# design 1

==> design_1/flops_by_reg.png <==
Other sequential cells in the stronger gray, the rest of the logic in the fainter gray.
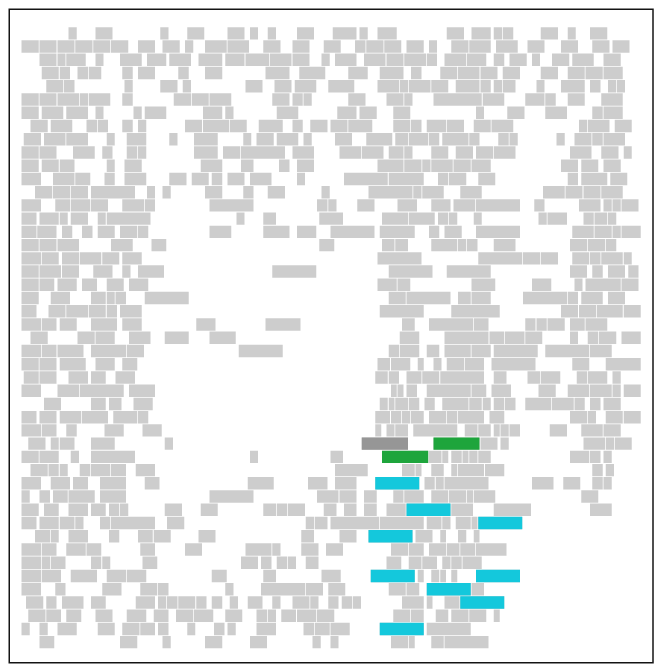

**src/rtl/wb_mem_arbiter.sv**
```systemverilog
// Two-master, one-slave Wishbone B4 arbiter with round-robin grant held per cycle,
// plus a per-transfer ack watchdog that ends a hung slave access with err.
module wb_mem_arbiter #(
  parameter int AW      = 32,
  parameter int DW      = 32,
  parameter int TIMEOUT = 256
) (
  input  logic            wb_clk_i,
  input  logic            wb_rst_i,

  input  logic [AW-1:0]   m0_adr_i,
  input  logic [DW-1:0]   m0_dat_i,
  input  logic [DW/8-1:0] m0_sel_i,
  input  logic            m0_we_i,
  input  logic            m0_cyc_i,
  input  logic            m0_stb_i,
  input  logic [2:0]      m0_cti_i,
  input  logic [1:0]      m0_bte_i,
  output logic [DW-1:0]   m0_dat_o,
  output logic            m0_ack_o,
  output logic            m0_err_o,
  output logic            m0_rty_o,

  input  logic [AW-1:0]   m1_adr_i,
  input  logic [DW-1:0]   m1_dat_i,
  input  logic [DW/8-1:0] m1_sel_i,
  input  logic            m1_we_i,
  input  logic            m1_cyc_i,
  input  logic            m1_stb_i,
  input  logic [2:0]      m1_cti_i,
  input  logic [1:0]      m1_bte_i,
  output logic [DW-1:0]   m1_dat_o,
  output logic            m1_ack_o,
  output logic            m1_err_o,
  output logic            m1_rty_o,

  output logic [AW-1:0]   s_adr_o,
  output logic [DW-1:0]   s_dat_o,
  output logic [DW/8-1:0] s_sel_o,
  output logic            s_we_o,
  output logic            s_cyc_o,
  output logic            s_stb_o,
  output logic [2:0]      s_cti_o,
  output logic [1:0]      s_bte_o,
  input  logic [DW-1:0]   s_dat_i,
  input  logic            s_ack_i,
  input  logic            s_err_i,
  input  logic            s_rty_i,

  output logic [1:0]      gnt_o,
  output logic            timeout_o
);

  localparam int CW = (TIMEOUT > 0) ? $clog2(TIMEOUT + 1) : 1;

  typedef enum logic [1:0] {IDLE, OWN0, OWN1} state_t;

  state_t        state, state_nxt;
  logic          last_owner, last_owner_nxt;
  logic [CW-1:0] wd_cnt, wd_cnt_nxt;
  logic          own_stb, term, fire;

  always_ff @(posedge wb_clk_i or posedge wb_rst_i) begin
    if (wb_rst_i) begin
      state      <= IDLE;
      last_owner <= 1'b1;
      wd_cnt     <= '0;
    end else begin
      state      <= state_nxt;
      last_owner <= last_owner_nxt;
      wd_cnt     <= wd_cnt_nxt;
    end
  end

  // Ownership only moves when the current owner drops cyc, so bursts are never split.
  always_comb begin
    state_nxt      = state;
    last_owner_nxt = last_owner;
    case (state)
      IDLE: begin
        if (m0_cyc_i && (!m1_cyc_i || last_owner)) begin
          state_nxt      = OWN0;
          last_owner_nxt = 1'b0;
        end else if (m1_cyc_i) begin
          state_nxt      = OWN1;
          last_owner_nxt = 1'b1;
        end
      end
      OWN0: begin
        if (!m0_cyc_i) begin
          if (m1_cyc_i) begin
            state_nxt      = OWN1;
            last_owner_nxt = 1'b1;
          end else begin
            state_nxt = IDLE;
          end
        end
      end
      OWN1: begin
        if (!m1_cyc_i) begin
          if (m0_cyc_i) begin
            state_nxt      = OWN0;
            last_owner_nxt = 1'b0;
          end else begin
            state_nxt = IDLE;
          end
        end
      end
      default: state_nxt = IDLE;
    endcase
  end

  // Watchdog: a slave termination in the same clock always wins over a forced err.
  always_comb begin
    term    = s_ack_i | s_err_i | s_rty_i;
    own_stb = ((state == OWN0) && m0_stb_i) || ((state == OWN1) && m1_stb_i);
    fire    = (TIMEOUT != 0) && own_stb && !term && (wd_cnt == CW'(TIMEOUT - 1));
    if ((TIMEOUT == 0) || (state_nxt != state) || !own_stb || term || fire)
      wd_cnt_nxt = '0;
    else if (wd_cnt != CW'(TIMEOUT))
      wd_cnt_nxt = wd_cnt + CW'(1);
    else
      wd_cnt_nxt = wd_cnt;
  end

  always_comb begin
    s_adr_o  = '0;
    s_dat_o  = '0;
    s_sel_o  = '0;
    s_we_o   = 1'b0;
    s_cyc_o  = 1'b0;
    s_stb_o  = 1'b0;
    s_cti_o  = '0;
    s_bte_o  = '0;
    m0_dat_o = '0;
    m0_ack_o = 1'b0;
    m0_err_o = 1'b0;
    m0_rty_o = 1'b0;
    m1_dat_o = '0;
    m1_ack_o = 1'b0;
    m1_err_o = 1'b0;
    m1_rty_o = 1'b0;
    case (state)
      OWN0: begin
        s_adr_o  = m0_adr_i;
        s_dat_o  = m0_dat_i;
        s_sel_o  = m0_sel_i;
        s_we_o   = m0_we_i;
        s_cyc_o  = m0_cyc_i;
        s_stb_o  = m0_stb_i & ~fire;
        s_cti_o  = m0_cti_i;
        s_bte_o  = m0_bte_i;
        m0_dat_o = s_dat_i;
        m0_ack_o = s_ack_i;
        m0_err_o = s_err_i | fire;
        m0_rty_o = s_rty_i;
      end
      OWN1: begin
        s_adr_o  = m1_adr_i;
        s_dat_o  = m1_dat_i;
        s_sel_o  = m1_sel_i;
        s_we_o   = m1_we_i;
        s_cyc_o  = m1_cyc_i;
        s_stb_o  = m1_stb_i & ~fire;
        s_cti_o  = m1_cti_i;
        s_bte_o  = m1_bte_i;
        m1_dat_o = s_dat_i;
        m1_ack_o = s_ack_i;
        m1_err_o = s_err_i | fire;
        m1_rty_o = s_rty_i;
      end
      default: ;
    endcase
  end

  assign gnt_o     = {state == OWN1, state == OWN0};
  assign timeout_o = fire;

endmodule

```
**config.mk**
```make
export PLATFORM = sky130hd
export DESIGN_NAME = wb_mem_arbiter
export DESIGN_NICKNAME = d
export VERILOG_FILES = /design/src/rtl/wb_mem_arbiter.sv
export SDC_FILE = /design/constraint.sdc
export NUM_CORES = 1
export LEC_CHECK = 0
export CAP_MARGIN = 20
export CORE_AREA = 2 2 130 132
export DETAILED_ROUTE_END_ITERATION = 16
export DIE_AREA = 0 0 132 134
export GPL_ROUTABILITY_DRIVEN = 0
export GPL_TIMING_DRIVEN = 0
export PLACE_DENSITY = 0.54
export SLEW_MARGIN = 40
export SYNTH_ARGS = -nofsm -noshare
export SYNTH_HDL_FRONTEND = slang
export SYNTH_SLANG_ARGS = --single-unit
```
**constraint.sdc**
```tcl
create_clock -name wb_clk_i -period 2 [get_ports wb_clk_i]
set_input_delay 0.3 -clock wb_clk_i [delete_from_list [all_inputs] [get_ports wb_clk_i]]
set_output_delay 0.3 -clock wb_clk_i [all_outputs]
set_load 0.005 [all_outputs]
```
# design 2

--- src/rtl/uart_baud_nco_if.sv ---
// uart_baud_nco_if -- control/tick bundle between a UART engine and its
// baud-tick generator.
//
// Signals:
//   en        run enable (engine -> generator)
//   restart   synchronous realign pulse, e.g. RX start-bit detect
//   baud_rate requested rate in baud (17 bits)
//   os_tick   one-cycle pulse at OVERSAMPLE x baud
//   mid_tick  one-cycle pulse at bit centre
//   bit_tick  one-cycle pulse at bit end
//   rate_err  high while baud_rate is not a supported rate
//
// Modports: master = UART engine side, slave = tick generator side.
interface uart_baud_nco_if;
   logic        en;
   logic        restart;
   logic [16:0] baud_rate;
   logic        os_tick;
   logic        mid_tick;
   logic        bit_tick;
   logic        rate_err;

   modport master (
      output en, restart, baud_rate,
      input  os_tick, mid_tick, bit_tick, rate_err
   );

   modport slave (
      input  en, restart, baud_rate,
      output os_tick, mid_tick, bit_tick, rate_err
   );
endinterface

--- src/rtl/uart_baud_nco.sv ---
// uart_baud_nco -- UART baud-tick generator.
//
// Produces an oversampling tick, a mid-bit sample strobe and a bit-boundary
// strobe for the standard rates 1200..115200 baud at any system clock.
// Unsupported rates run at 9600 baud and raise rate_err.
//
// Build option:
//   UART_BAUD_FRAC_EN defined   -> fractional phase accumulator (NCO),
//                                  step INC, width ACC_WIDTH.
//   UART_BAUD_FRAC_EN undefined -> integer divider, step DIV.
//
// Ports:
//   clk  system clock, rising edge
//   rst  asynchronous active-high reset
//   bus  uart_baud_nco_if.slave (en, restart, baud_rate in;
//        os_tick, mid_tick, bit_tick, rate_err out)
module uart_baud_nco #(
   parameter int unsigned CLK_FREQ   = 150_000_000,
   parameter int unsigned OVERSAMPLE = 16,
   parameter int unsigned ACC_WIDTH  = 24
) (
   input  logic           clk,
   input  logic           rst,
   uart_baud_nco_if.slave bus
);

   localparam int unsigned NRATES = 9;
   localparam logic [16:0] RATES [NRATES] = '{
      17'd1200, 17'd2400, 17'd4800, 17'd9600, 17'd14400,
      17'd19200, 17'd38400, 17'd57600, 17'd115200
   };
   localparam logic [16:0] DEFAULT_RATE = 17'd9600;
   localparam int unsigned OS_W = $clog2(OVERSAMPLE);
   localparam logic [OS_W-1:0] OS_LAST = OS_W'(OVERSAMPLE - 1);
   localparam logic [OS_W-1:0] OS_MID  = OS_W'(OVERSAMPLE / 2 - 1);

   // Out-of-range parameter sets report every rate as unsupported.
   localparam bit PARAMS_OK = (OVERSAMPLE % 2 == 0) && (OVERSAMPLE >= 4) &&
                              (OVERSAMPLE <= 64) && (ACC_WIDTH >= 16) &&
                              (ACC_WIDTH <= 32);

`ifdef UART_BAUD_FRAC_EN
   // INC = round(rate * OVERSAMPLE * 2^ACC_WIDTH / CLK_FREQ)
   function automatic longint unsigned calc_step(input logic [16:0] rate);
      longint unsigned r;
      longint unsigned num;
      r   = 64'(rate);
      num = r * OVERSAMPLE * (64'd1 << ACC_WIDTH);
      return (num + CLK_FREQ / 2) / CLK_FREQ;
   endfunction
   localparam int unsigned STEP_W = ACC_WIDTH;
`else
   // DIV = max(1, round(CLK_FREQ / (rate * OVERSAMPLE)))
   function automatic longint unsigned calc_step(input logic [16:0] rate);
      longint unsigned den;
      longint unsigned q;
      den = 64'(rate) * OVERSAMPLE;
      q   = (CLK_FREQ + den / 2) / den;
      return (q < 64'd1) ? 64'd1 : q;
   endfunction
   // 1200 baud has the largest divisor in the table.
   localparam int unsigned STEP_W = $clog2(calc_step(17'd1200) + 64'd1);
`endif

   localparam logic [STEP_W-1:0] STEP_DEFAULT = STEP_W'(calc_step(DEFAULT_RATE));

   logic [16:0]       baud_q;
   logic [STEP_W-1:0] step_tab [NRATES];
   logic [STEP_W-1:0] step;
   logic              rate_ok;
   logic              resync;
   // phase is the NCO accumulator (acc) or the divider count (div_cnt).
   logic [STEP_W-1:0] phase;
   logic [STEP_W-1:0] phase_next;
   logic              carry;
   logic [OS_W-1:0]   os_cnt;

   for (genvar g = 0; g < NRATES; g++) begin : g_step
      localparam logic [STEP_W-1:0] STEP_G = STEP_W'(calc_step(RATES[g]));
      assign step_tab[g] = STEP_G;
   end

   always_comb begin
      step    = STEP_DEFAULT;
      rate_ok = 1'b0;
      for (int unsigned i = 0; i < NRATES; i++) begin
         if (baud_q == RATES[i]) begin
            step    = step_tab[i];
            rate_ok = 1'b1;
         end
      end
   end

   // A rate change is detected against the held baud_q even while en=0.
   always_comb resync = bus.restart || (bus.baud_rate != baud_q);

`ifdef UART_BAUD_FRAC_EN
   always_comb {carry, phase_next} = {1'b0, phase} + {1'b0, step};
`else
   always_comb begin
      carry      = (phase == step - 1'b1);
      phase_next = carry ? '0 : phase + 1'b1;
   end
`endif

   always_ff @(posedge clk or posedge rst) begin
      if (rst) begin
         baud_q       <= DEFAULT_RATE;
         phase        <= '0;
         os_cnt       <= '0;
         bus.os_tick  <= 1'b0;
         bus.mid_tick <= 1'b0;
         bus.bit_tick <= 1'b0;
         bus.rate_err <= 1'b0;
      end else begin
         bus.rate_err <= ~rate_ok | ~PARAMS_OK;
         if (bus.en) begin
            baud_q <= bus.baud_rate;
         end
         if (resync) begin
            phase        <= '0;
            os_cnt       <= '0;
            bus.os_tick  <= 1'b0;
            bus.mid_tick <= 1'b0;
            bus.bit_tick <= 1'b0;
         end else if (bus.en) begin
            phase <= phase_next;
            if (carry) begin
               os_cnt <= (os_cnt == OS_LAST) ? '0 : os_cnt + 1'b1;
            end
            bus.os_tick  <= carry;
            bus.mid_tick <= carry && (os_cnt == OS_MID);
            bus.bit_tick <= carry && (os_cnt == OS_LAST);
         end else begin
            bus.os_tick  <= 1'b0;
            bus.mid_tick <= 1'b0;
            bus.bit_tick <= 1'b0;
         end
      end
   end

endmodule
--- src/flat_wrapper.sv ---
// flat-port wrapper written by rule: the top's interface ports become plain ports
module uart_baud_nco_flat 
#(
   parameter int unsigned CLK_FREQ   = 150_000_000,
   parameter int unsigned OVERSAMPLE = 16,
   parameter int unsigned ACC_WIDTH  = 24
)
  (clk, rst, bus_en, bus_restart, bus_baud_rate, bus_os_tick, bus_mid_tick, bus_bit_tick, bus_rate_err);
  uart_baud_nco_if bus_i ();
  input  logic clk;
  input  logic rst;
  input wire logic [$bits(bus_i.en)-1:0] bus_en;
  input wire logic [$bits(bus_i.restart)-1:0] bus_restart;
  input wire logic [$bits(bus_i.baud_rate)-1:0] bus_baud_rate;
  output wire logic [$bits(bus_i.os_tick)-1:0] bus_os_tick;
  output wire logic [$bits(bus_i.mid_tick)-1:0] bus_mid_tick;
  output wire logic [$bits(bus_i.bit_tick)-1:0] bus_bit_tick;
  output wire logic [$bits(bus_i.rate_err)-1:0] bus_rate_err;
  assign bus_i.en = bus_en;
  assign bus_i.restart = bus_restart;
  assign bus_i.baud_rate = bus_baud_rate;
  assign bus_os_tick = bus_i.os_tick;
  assign bus_mid_tick = bus_i.mid_tick;
  assign bus_bit_tick = bus_i.bit_tick;
  assign bus_rate_err = bus_i.rate_err;
  uart_baud_nco #(.CLK_FREQ(CLK_FREQ), .OVERSAMPLE(OVERSAMPLE), .ACC_WIDTH(ACC_WIDTH)) u_core (.clk(clk), .rst(rst), .bus(bus_i));
endmodule
--- config.mk ---
export PLATFORM = sky130hd
export DESIGN_NAME = uart_baud_nco_flat
export DESIGN_NICKNAME = d
export VERILOG_FILES = /design/src/rtl/uart_baud_nco_if.sv /design/src/rtl/uart_baud_nco.sv /design/src/flat_wrapper.sv
export SDC_FILE = /design/constraint.sdc
export NUM_CORES = 1
export LEC_CHECK = 0
export CAP_MARGIN = 20
export CORE_ASPECT_RATIO = 0.75
export CORE_MARGIN = 8
export CORE_UTILIZATION = 35
export CTS_CLUSTER_SIZE = 28
export DETAILED_ROUTE_END_ITERATION = 12
export PLACE_DENSITY_LB_ADDON = 0.08
export SYNTH_ARGS = -nofsm -noshare
export SYNTH_HDL_FRONTEND = slang
export SYNTH_SLANG_ARGS = --single-unit
export TNS_END_PERCENT = 10
--- constraint.sdc ---
create_clock -name clk -period 3.85 [get_ports clk]
set_input_delay 0.385 -clock clk [delete_from_list [all_inputs] [get_ports clk]]
set_output_delay 0.385 -clock clk [all_outputs]
set_load 0.01 [all_outputs]
# design 3

**config.mk**
```make
export PLATFORM = sky130hd
export DESIGN_NAME = clk_divider_prog
export DESIGN_NICKNAME = d
export VERILOG_FILES = /design/src/rtl/clk_divider_prog.sv
export SDC_FILE = /design/constraint.sdc
export NUM_CORES = 1
export LEC_CHECK = 0
export CAP_MARGIN = 10
export CORE_ASPECT_RATIO = 1.4
export CORE_MARGIN = 10
export CORE_UTILIZATION = 46
export DETAILED_ROUTE_END_ITERATION = 16
export PLACE_DENSITY = 0.67
export SLEW_MARGIN = 15
export SYNTH_ARGS = -nofsm -noshare
export SYNTH_HDL_FRONTEND = slang
export SYNTH_SLANG_ARGS = --single-unit
```
**constraint.sdc**
```tcl
create_clock -name clk_in -period 7.55 [get_ports clk_in]
set_clock_uncertainty 0.15 [all_clocks]
set_input_delay 0.755 -clock clk_in [delete_from_list [all_inputs] [get_ports clk_in]]
set_output_delay 0.755 -clock clk_in [all_outputs]
set_load 0.005 [all_outputs]
```
**src/rtl/clk_divider_prog.sv**
```systemverilog
// clk_divider_prog
//   Runtime-programmable integer clock divider. Produces a registered,
//   glitch-free divided clock from clk_in. The divisor is loaded through a
//   valid/ready handshake and only takes effect at period boundaries, so the
//   output never shows a truncated high or low phase.
//
//   Each period of N cycles is high for H = N - floor(N/2) cycles, then low
//   for floor(N/2) cycles. Divisor values 0 and 1 are stored as 2.
//
// Ports
//   clk_in          : clock, all logic on its rising edge
//   rst_n_in        : asynchronous active-low reset
//   en_in           : run request, sampled at period boundaries
//   div_in          : requested divisor
//   div_valid_in    : div_in is valid
//   div_ready_out   : a divisor can be accepted (no divisor pending)
//   div_active_out  : divisor currently in force
//   clk_out         : divided clock, registered
//   tick_out        : one-cycle pulse aligned with each clk_out period start
//
// Configuration
//   CLK_DIV_TICK_EN : when defined, adds tick_out and its flop.

module clk_divider_prog #(
    parameter int DIV_WIDTH = 8,
    parameter int DIV_RESET = 2
) (
    input  logic                 clk_in,
    input  logic                 rst_n_in,
    input  logic                 en_in,
    input  logic [DIV_WIDTH-1:0] div_in,
    input  logic                 div_valid_in,
    output logic                 div_ready_out,
    output logic [DIV_WIDTH-1:0] div_active_out,
    output logic                 clk_out
`ifdef CLK_DIV_TICK_EN
    ,
    output logic                 tick_out
`endif
);

    typedef enum logic {
        IDLE = 1'b0,
        RUN  = 1'b1
    } state_t;

    localparam logic [DIV_WIDTH-1:0] DIV_MIN = DIV_WIDTH'(2);

    state_t               state_q, state_d;
    logic [DIV_WIDTH-1:0] cnt_q, cnt_d;
    logic [DIV_WIDTH-1:0] act_q, act_d;
    logic [DIV_WIDTH-1:0] pend_q, pend_d;
    logic                 pend_v_q, pend_v_d;
    logic                 clk_q, clk_d;

    logic                 xfer;
    logic                 boundary;
    logic [DIV_WIDTH-1:0] div_clamped;
    logic [DIV_WIDTH-1:0] next_div;
    logic [DIV_WIDTH-1:0] high_len;
    logic [DIV_WIDTH-1:0] cnt_inc;

    assign xfer        = div_valid_in && !pend_v_q;
    assign div_clamped = (div_in < DIV_MIN) ? DIV_MIN : div_in;
    assign boundary    = (cnt_q == act_q - DIV_WIDTH'(1));
    assign high_len    = act_q - (act_q >> 1);
    assign cnt_inc     = cnt_q + DIV_WIDTH'(1);

    // Divisor for a period starting on this edge: a held pending value wins;
    // otherwise a transfer on this very edge bypasses the pending register.
    assign next_div    = pend_v_q ? pend_q : (xfer ? div_clamped : act_q);

    always_comb begin
        state_d  = state_q;
        cnt_d    = cnt_q;
        act_d    = act_q;
        pend_d   = pend_q;
        pend_v_d = pend_v_q;
        clk_d    = clk_q;

        // Capture an accepted divisor; a period start below overrides this
        // by consuming next_div directly.
        if (xfer) begin
            pend_d   = div_clamped;
            pend_v_d = 1'b1;
        end

        case (state_q)
            IDLE: begin
                cnt_d = '0;
                clk_d = 1'b0;
                if (en_in) begin
                    state_d  = RUN;
                    clk_d    = 1'b1;
                    act_d    = next_div;
                    pend_v_d = 1'b0;
                end else if (pend_v_q) begin
                    // Nothing is running, so a held divisor applies at once.
                    act_d    = pend_q;
                    pend_v_d = 1'b0;
                end
            end
            RUN: begin
                if (!boundary) begin
                    cnt_d = cnt_inc;
                    clk_d = (cnt_inc < high_len);
                end else if (!en_in) begin
                    state_d = IDLE;
                    cnt_d   = '0;
                    clk_d   = 1'b0;
                end else begin
                    cnt_d    = '0;
                    clk_d    = 1'b1;
                    act_d    = next_div;
                    pend_v_d = 1'b0;
                end
            end
            default: begin
                state_d = IDLE;
            end
        endcase
    end

    always_ff @(posedge clk_in or negedge rst_n_in) begin
        if (!rst_n_in) begin
            state_q  <= IDLE;
            cnt_q    <= '0;
            act_q    <= DIV_WIDTH'(DIV_RESET);
            pend_q   <= DIV_WIDTH'(DIV_RESET);
            pend_v_q <= 1'b0;
            clk_q    <= 1'b0;
        end else begin
            state_q  <= state_d;
            cnt_q    <= cnt_d;
            act_q    <= act_d;
            pend_q   <= pend_d;
            pend_v_q <= pend_v_d;
            clk_q    <= clk_d;
        end
    end

    assign div_ready_out  = !pend_v_q;
    assign div_active_out = act_q;
    assign clk_out        = clk_q;

`ifdef CLK_DIV_TICK_EN
    logic tick_q, tick_d;

    // Period start: leaving IDLE, or a boundary edge that keeps running.
    always_comb begin
        tick_d = en_in && ((state_q == IDLE) || boundary);
    end

    always_ff @(posedge clk_in or negedge rst_n_in) begin
        if (!rst_n_in) begin
            tick_q <= 1'b0;
        end else begin
            tick_q <= tick_d;
        end
    end

    assign tick_out = tick_q;
`endif

endmodule

```

==> layout pictures side by side <==
Pin map.
Pins as bars across the die edge, other pins in gray.
panel A
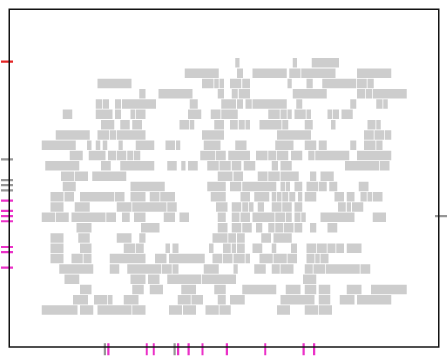
panel B
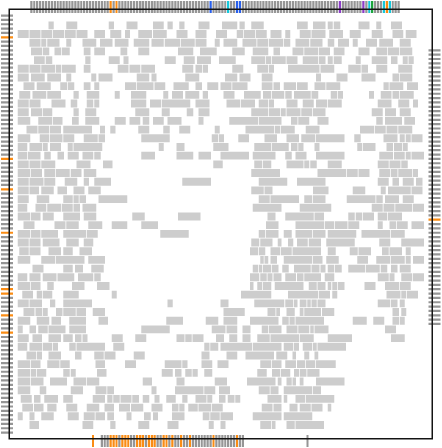
panel C
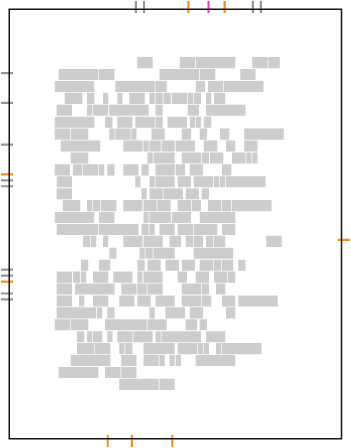
Of these, most pins: panel B
Panel A is design 2.
Panel C is design 3.
Panel B is design 1.

==> design_1/congestion.png <==
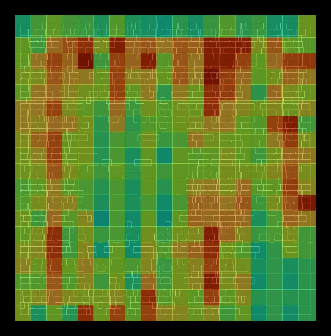
GRT Max-Usage Layer: met2
fin util: 0.5239
WL/cell: 20.01 um
gr usage total: 0.2119
GR Util met1: 0.2420

==> design_1/clk_routes.png <==
The bar under the picture is 50 um long.
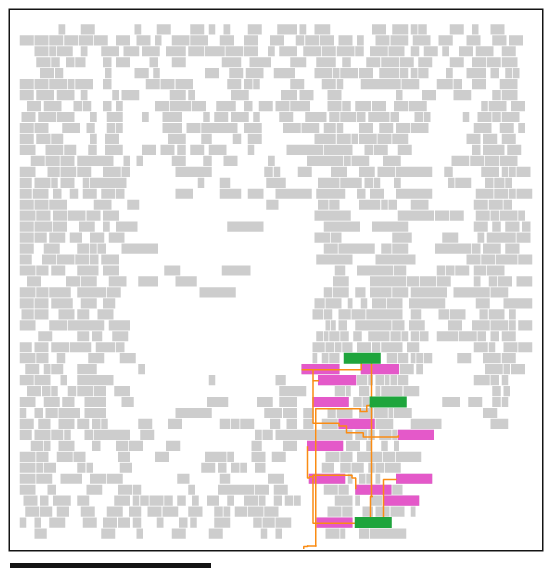
[flip-flops] magenta | count: 12
[clock drivers] green | count: 3
[clock wires] orange | length: 238 um
routed clock nets: 4

## Picture notes: design_1/flops_by_reg.png
| name in the netlist | color | sequential cells |
|---|---|---|
| state | green | 2 |
| wd_cnt | cyan | 9 |
not colored: 1

==> out/metrics.yaml, design 1 <==
detailed_routing:
  dr.pass1.iters: 4
  ant_nets: 0
status:
  violations: "negative setup slack"
  status: "complete, but fails checks"
cells_and_area:
  flops: 12
  top_regs: "wd_cnt (9), state (2), last_owner (1)"
  comb_area_share: 0.3384
  largest_class: "buffers"
synthesis:
  yosys-stat-cells: 362
  ys_sh_simple: 0.4527
  area_leaders: "a22oi_1 22%, nor2b_1 19%, and2_1 16%"
  syn_avg_cell_area_um2: 7.130
  synthTopLogicFamily: "simple AND/OR/NAND/NOR gates"
clock_tree:
  cts-root-buf: "clkbuf_16"
  post-cts-setup-buffers: 67
  cts_made_buffers: 3
timing:
  fin_ws_ns: -0.1910
  finalClockPeriodUsage: 1.095
  worst_pin_slew_ns: 0.4886
  finalSetupViolCount: 116
worst_setup_path:
  critPathLaunchType: "flop"
  cp_cell_sequence: "buf_6 -> inv_6 -> ha_4 -> clkbuf_16 -> buf_12 -> clkbuf_16 -> buf_6 -> a22oi_2 -> nor2b_1 -> buf_2"
  startpoint: "state[1]$_DFF_PP0_"
  crit_family: "buffers and inverters"
  regToRegSetupSlack_ns: -0.12
power:
  pwr-share-comb: 0.933
  power_clock_mw: 0.378
  power_leader: "combinational cells"
floorplanning:
  die_h_um: 134
global_routing:
  grt_max_degree: 13
## design 1: routing by layer
| metal | wire (um) | vias to the layer above | GRT usage |
|---|---|---|---|
| li1 | - | 2184 | - |
| met1 | 7849 | 2261 | 0.2420 |
| met2 | 11050 | 222 | 0.4065 |
| met3 | 1276 | 29 | 0.04119 |
| met4 | 414 | 0 | 0.04469 |
| met5 | 0 | - | 0 |
## design 1: metrics by stage
stage	setup slack, ns	util
after floorplan	-0.05181	-
after global placement	-1.367	0.3828
after detailed placement	-1.415	0.3828
after CTS	-0.2655	0.4991
after global routing	-0.2742	0.5239
final	-0.1910	0.5239
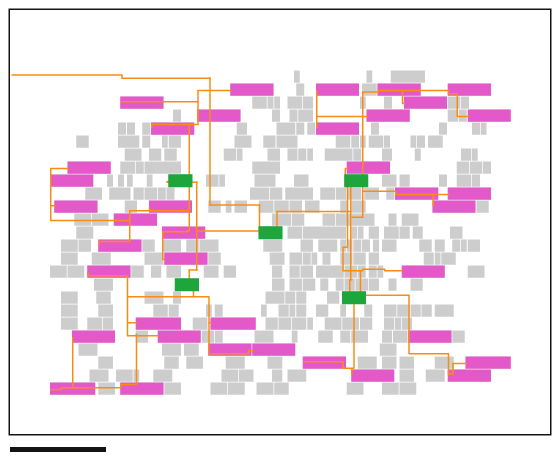
(design_2/clk_routes.png)
The bar under the picture is 20 um long.
[flip-flops] magenta | count: 38
[clock drivers] green | count: 5
[clock wires] orange | length: 637 um
flops lie: all over the die
final setup skew: 0.004569 ns
clock share of power: 0.344

==> design_2/flops_by_reg.png <==
Other sequential cells in the stronger gray, the rest of the logic in the fainter gray.
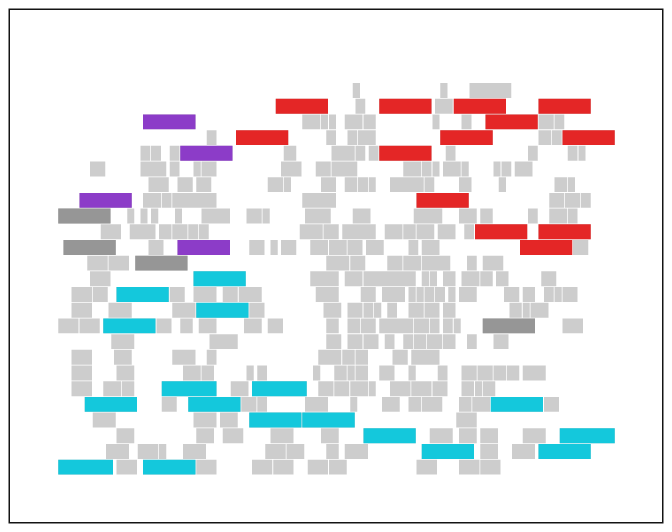
| name in the netlist | color | sequential cells |
|---|---|---|
| u_core.baud_q | cyan | 17 |
| u_core.phase | red | 13 |
| u_core.os_cnt | purple | 4 |
not colored: 4
Seq. pwr: 0.447 mW
flop share of the area: 0.2990
fin util: 0.4679
Reg area: 955.9 um2

==> out/metrics.yaml, design 2 <==
status:
  violations: "negative setup slack"
  status: "complete, but fails checks"
timing:
  finalSetupViolCount: 2
  hold_viol: 0
  fin_ws_ns: -0.02186
global_routing:
  busiest_layer: "met1"
  met2_usage: 0.1977
worst_setup_path:
  cp.depth: 12
  path_buffers: 0
  r2r_start: "u_core.baud_q[1]$_DFFE_PP0P_"
  critPathMaxStageDelay_ns: 0.56
cells_and_area:
  largest_class: "combinational gates"
  final-clk-cell-share: 0.02975
  largest_reg_flops: 17
  final-nonclk-buf-share: 0.1460
synthesis:
  top_cell_area_share: 0.3445
detailed_routing:
  maxUsedRoutingLayer: "met4"
placement:
  dp_slack_ns: -0.1188
## design 2: metrics by stage
step           TNS [ns]    util  total power, mW  hold WS [ns]
2_1_floorplan   -0.2795       -           0.5155        0.4365
3_3_place_gp   -0.08117  0.4339           0.5784        0.4941
3_5_place_dp    -0.3919  0.4339           0.5780        0.4825
4_1_cts               0  0.4502           0.8815        0.4941
5_1_grt          -1.085  0.4679           0.9154        0.5814
6_report       -0.02860  0.4679           0.8713        0.5488
==> design_3/clk_routes.png <==
The bar under the picture is 20 um long.
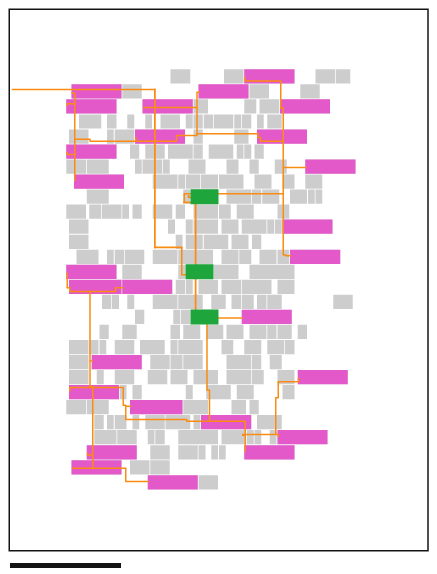
[clock wires] orange | length: 393 um
[clock drivers] green | count: 3
[flip-flops] magenta | count: 27
routed clock nets: 4
Clk Latency, worst-skew pair: 0.27 ns
clock share of power: 0.077
clock group power: 0.0847 mW

==> out/metrics.yaml, design 3 <==
status:
  status: "complete, no violations"
detailed_routing:
  routed_wl_um: 4031
clock_tree:
  cts.reportedPaths.clkPinSlew_ns: 0.10
  cts_tree: "built"
  cts-root-buf: "clkbuf_8"
  hold_buffers: 0
timing:
  tns_ns: 0
  max_freq_mhz: 323.8
  finalClockPeriodUsage: 0.4091
  worst_pin_slew_ns: 1.010
  grt_setup_unrepaired: "no"
synthesis:
  adder_share: 0.1552
  ys_sh_mux: 0.1098
  yosys-stat-cells: 202
  synth_area_leader_cell: "dfrtp_1"
  xor_share: 0.1085
  yosysWarningCount: 0
  syn_avg_cell_area_um2: 9.818
  synthFlopType: "dfrtp_1"
cells_and_area:
  largest_class: "combinational gates"
  seqCellArea_um2: 678.2
  lay_top_count: "dfrtp_1"
  layout.core_utilization: 0.5432
  final-nonclk-buf-share: 0.09863
  logic_area_um2: 1222
  lay_top_cells: "25 x dfrtp_1, 23 x ha_1, 21 x clkdlybuf4s50_1"
  buffers: 23
  comb_area_share: 0.5353
  nFillCells: 393
global_routing:
  grt_pass1_vias: 1537
  grt_overflow_total: 0
  grt_pass1_wl_um: 6955
floorplanning:
  fp_util: 0.4717
  chipWidth_um: 75.49
worst_setup_path:
  startpoint: "div_active_out[1]$_DFFE_PN1P_"
  rr_worst_depth: 14
  r2r_end: "clk_out$_DFF_PN0_"
  crit_fanout: 6
  slowest_stage: "dfstp_2"
  arrival_ns: 3.14
job:
  maxCapViolCount: 0
power:
  p_switching_mw: 0.4812
  pwr-share-comb: 0.655
  p_int_mw: 0.6169
hold_path:
  min-delay-start: "pend_q[1]$_DFFE_PN1P_"
design 3: per-layer routing:
metal  vias up  GRT usage  wire (um)
li1        738          -          -
met5         -          0          0
met4         0    0.03443         49
met3         5    0.02045         95
met2        21     0.2154       2158
met1       660     0.1306       1728
design 3: power by group through the flow:
stage               Clock (mW)  Combinational (mW)  Sequential (mW)
CTS                     0.0883               0.729            0.295
detailed placement           0               0.722            0.298
global placement             0               0.714            0.296
floorplan                    0               0.541            0.278
finish                  0.0847               0.720            0.294
global route            0.0941               0.821            0.305

# design 4

**config.mk**
```make
export PLATFORM = sky130hd
export DESIGN_NAME = booth_mult_scheduler
export DESIGN_NICKNAME = d
export VERILOG_FILES = /design/src/rtl/booth_mult_scheduler.sv
export SDC_FILE = /design/constraint.sdc
export NUM_CORES = 1
export LEC_CHECK = 0
export ABC_AREA = 1
export CAP_MARGIN = 20
export CORE_ASPECT_RATIO = 1.25
export CORE_MARGIN = 4
export CORE_UTILIZATION = 45
export DETAILED_ROUTE_END_ITERATION = 8
export GPL_TIMING_DRIVEN = 0
export PLACE_DENSITY = 0.79
export SYNTH_ARGS = -nofsm -noshare
export SYNTH_HDL_FRONTEND = slang
export SYNTH_SLANG_ARGS = --single-unit
```
**constraint.sdc**
```tcl
create_clock -name clock -period 2.05 [get_ports clock]
set_clock_uncertainty 0.1 [all_clocks]
set_input_delay 0.205 -clock clock [delete_from_list [all_inputs] [get_ports clock]]
set_output_delay 0.205 -clock clock [all_outputs]
set_load 0.05 [all_outputs]
```
**src/rtl/booth_mult_scheduler.sv**
```systemverilog
// booth_mult_scheduler
// Shares one 4x4 signed Booth multiplier between two requesters.
// A request is granted in IDLE, its operands are latched, the multiplier
// is started for one cycle (ISSUE), the product is awaited (WAIT) with a
// timeout, and the owning requester gets a one-cycle done pulse (RETURN).
//
// Handshake contract (both requesters and the multiplier side):
//   - reqN is a level request; it is only looked at while the block is IDLE
//     and the requester holds it until it sees doneN, then drops it.
//   - gntN is high from ISSUE through RETURN for the owning requester only.
//   - doneN is a single-cycle pulse; pN is valid from that cycle on and holds
//     until the same requester completes again.
//   - mul_start is a single-cycle pulse carrying mul_a/mul_b; mul_ready is a
//     single-cycle pulse carrying mul_p and is only honoured in WAIT.
module booth_mult_scheduler #(
  parameter int TIMEOUT_CYCLES = 15
) (
  input  logic       clock,
  input  logic       reset,
  input  logic       req0,
  input  logic [3:0] a0,
  input  logic [3:0] b0,
  output logic       gnt0,
  output logic       done0,
  output logic [7:0] p0,
  input  logic       req1,
  input  logic [3:0] a1,
  input  logic [3:0] b1,
  output logic       gnt1,
  output logic       done1,
  output logic [7:0] p1,
  output logic       mul_start,
  output logic [3:0] mul_a,
  output logic [3:0] mul_b,
  input  logic [7:0] mul_p,
  input  logic       mul_ready,
  output logic       busy,
  output logic       err,
  output logic [1:0] dbg_state
);

  typedef enum logic [1:0] {
    S_IDLE   = 2'd0,
    S_ISSUE  = 2'd1,
    S_WAIT   = 2'd2,
    S_RETURN = 2'd3
  } state_t;

  // Counter value seen in the last permitted WAIT cycle.
  localparam logic [7:0] CNT_LAST = 8'(TIMEOUT_CYCLES - 1);

  state_t     state_q, state_d;
  logic       owner_q, owner_d;   // requester currently being served
  logic       last_q,  last_d;    // requester served most recently
  logic [3:0] op_a_q,  op_a_d;
  logic [3:0] op_b_q,  op_b_d;
  logic [7:0] cnt_q,   cnt_d;
  logic [7:0] p0_q,    p0_d;
  logic [7:0] p1_q,    p1_d;
  logic       err_q,   err_d;

  logic any_req;
  logic pick;
  logic timeout_hit;

  // Round-robin choice: on a contest the requester not served last wins;
  // otherwise whoever is asking.
  always_comb begin
    any_req = req0 | req1;
    if (req0 && req1) begin
      pick = ~last_q;
    end else begin
      pick = req1;
    end
    timeout_hit = (cnt_q == CNT_LAST);
  end

  // State register and all datapath flops; reset aborts any operation.
  always_ff @(posedge clock or negedge reset) begin
    if (!reset) begin
      state_q <= S_IDLE;
      owner_q <= 1'b0;
      last_q  <= 1'b1;
      op_a_q  <= 4'd0;
      op_b_q  <= 4'd0;
      cnt_q   <= 8'd0;
      p0_q    <= 8'd0;
      p1_q    <= 8'd0;
      err_q   <= 1'b0;
    end else begin
      state_q <= state_d;
      owner_q <= owner_d;
      last_q  <= last_d;
      op_a_q  <= op_a_d;
      op_b_q  <= op_b_d;
      cnt_q   <= cnt_d;
      p0_q    <= p0_d;
      p1_q    <= p1_d;
      err_q   <= err_d;
    end
  end

  // Next-state logic; a product arriving in the last WAIT cycle beats the timeout.
  always_comb begin
    state_d = state_q;
    case (state_q)
      S_IDLE: begin
        if (any_req) state_d = S_ISSUE;
      end
      S_ISSUE: begin
        state_d = S_WAIT;
      end
      S_WAIT: begin
        if (mul_ready || timeout_hit) state_d = S_RETURN;
      end
      S_RETURN: begin
        state_d = S_IDLE;
      end
      default: begin
        state_d = S_IDLE;
      end
    endcase
  end

  // Datapath updates: grant/latch in IDLE, counter in WAIT, pointer in RETURN.
  always_comb begin
    owner_d = owner_q;
    last_d  = last_q;
    op_a_d  = op_a_q;
    op_b_d  = op_b_q;
    cnt_d   = cnt_q;
    p0_d    = p0_q;
    p1_d    = p1_q;
    err_d   = err_q;
    case (state_q)
      S_IDLE: begin
        if (any_req) begin
          owner_d = pick;
          op_a_d  = pick ? a1 : a0;
          op_b_d  = pick ? b1 : b0;
        end
      end
      S_ISSUE: begin
        cnt_d = 8'd0;
      end
      S_WAIT: begin
        if (mul_ready) begin
          if (owner_q) p1_d = mul_p;
          else         p0_d = mul_p;
        end else if (timeout_hit) begin
          if (owner_q) p1_d = 8'd0;
          else         p0_d = 8'd0;
          err_d = 1'b1;
        end else begin
          cnt_d = cnt_q + 8'd1;
        end
      end
      S_RETURN: begin
        last_d = owner_q;
      end
      default: begin
        cnt_d = 8'd0;
      end
    endcase
  end

  // Outputs decoded from the registered state and owner only.
  always_comb begin
    mul_start = (state_q == S_ISSUE);
    busy      = (state_q != S_IDLE);
    gnt0      = busy & ~owner_q;
    gnt1      = busy &  owner_q;
    done0     = (state_q == S_RETURN) & ~owner_q;
    done1     = (state_q == S_RETURN) &  owner_q;
    mul_a     = op_a_q;
    mul_b     = op_b_q;
    p0        = p0_q;
    p1        = p1_q;
    err       = err_q;
    dbg_state = state_q;
  end

endmodule

```
==> out/metrics.yaml <==
status:
  status: "complete, no violations"
clock_tree:
  post-cts-setup-buffers: 0
  clock_path_buffers: 2
  cts_tree: "built"
  cts-root-buf: "clkbuf_8"
  clock_sink_count: 37
detailed_routing:
  dr.pass1.iters: 4
  drt_iter0_markers: 63
  drcViolationCount: 0
synthesis:
  post_synth_most_frequent_cells: "68 x nand2_1, 36 x dfrtp_1, 27 x o21ai_0"
  ys_seq_share: 0.4940
  synth_area_leader_cell: "dfrtp_1"
  top_cell: "nand2_1"
  edf_count: 0
power:
  p_sw_frac: 0.5077
  power_leader: "combinational cells"
  peakVddDrop_v: 0.0009931
  p_switching_mw: 2.305
floorplanning:
  io_pins: 62
  die_h_um: 80.21
  die_area_um2: 5274
cells_and_area:
  nFillCells: 352
  layout.core_utilization: 0.6551
  largest_class: "flip-flops and latches"
  logic_gate_count: 163
  areaGrowthSynthToFinish_pct: 41.93
  comb_area_share: 0.3133
global_routing:
  met1_usage: 0.2222
placement:
  placed_area_um2: 2542
worst_setup_path:
  r2r_end: "mul_b[2]$_DFFE_PN0P_"
  crit_fanout: 10
timing:
  max_freq_mhz: 518.2
  hold-worst-slack_ns: 0.1570
  grt_setup_unrepaired: "no"
==> cells by family (layout without fill, tap and decap cells) <==
group / after synthesis / count (layout) / synth area share
adder cells (fa/ha/maj): 6 / 6 / 0.04000
AND-OR/OR-AND: 36 / 36 / 0.1133
AND/OR/NAND/NOR: 121 / 121 / 0.2913
flip-flops: 37 / 37 / 0.4940
buffers and inverters: 26 / 95 / 0.06133
==> worst max-delay path: cells and delay by family, from the launching register on <==
family / cells / cell delay [ns]
buffers and inverters: 3 / 0.82
flip-flops: 1 / 0.44
AND/OR/NAND/NOR: 1 / 0.08
==> design_4/clk_routes.png <==
The bar under the picture is 20 um long.
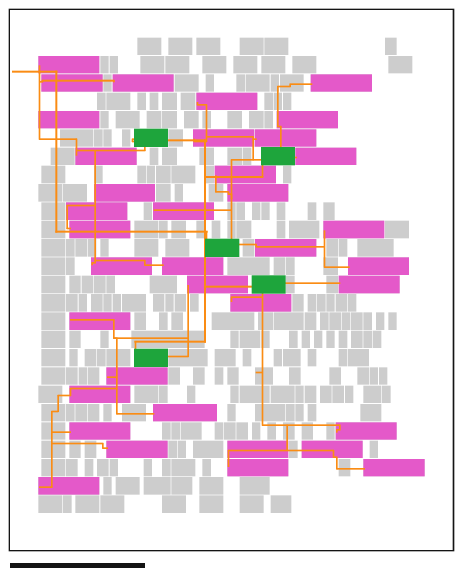
[clock drivers] green | count: 5
[flip-flops] magenta | count: 37
[clock wires] orange | length: 485 um
routed clock nets: 6
flops lie: all over the die
clock group power: 0.663 mW
clock share of power: 0.146

==> design_4/wires.png <==
The bar under the picture is 20 um long.
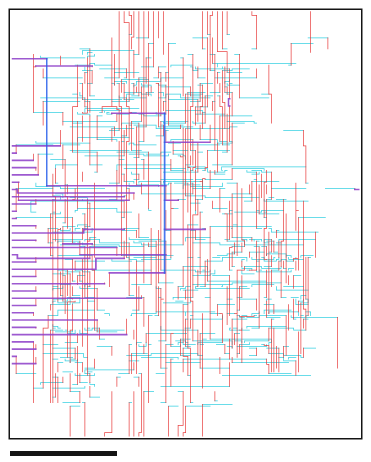
| layer | color | wire length |
|---|---|---|
| metal 1 | cyan | 1810 um |
| metal 2 | red | 2240 um |
| metal 4 | blue | 53.7 um |
| metal 3 | purple | 403 um |
WL/cell: 12.82 um
drt total wl: 4500 um
routed via count: 1753
gr usage total: 0.1878


Power is estimated from default activity; no workload was simulated.
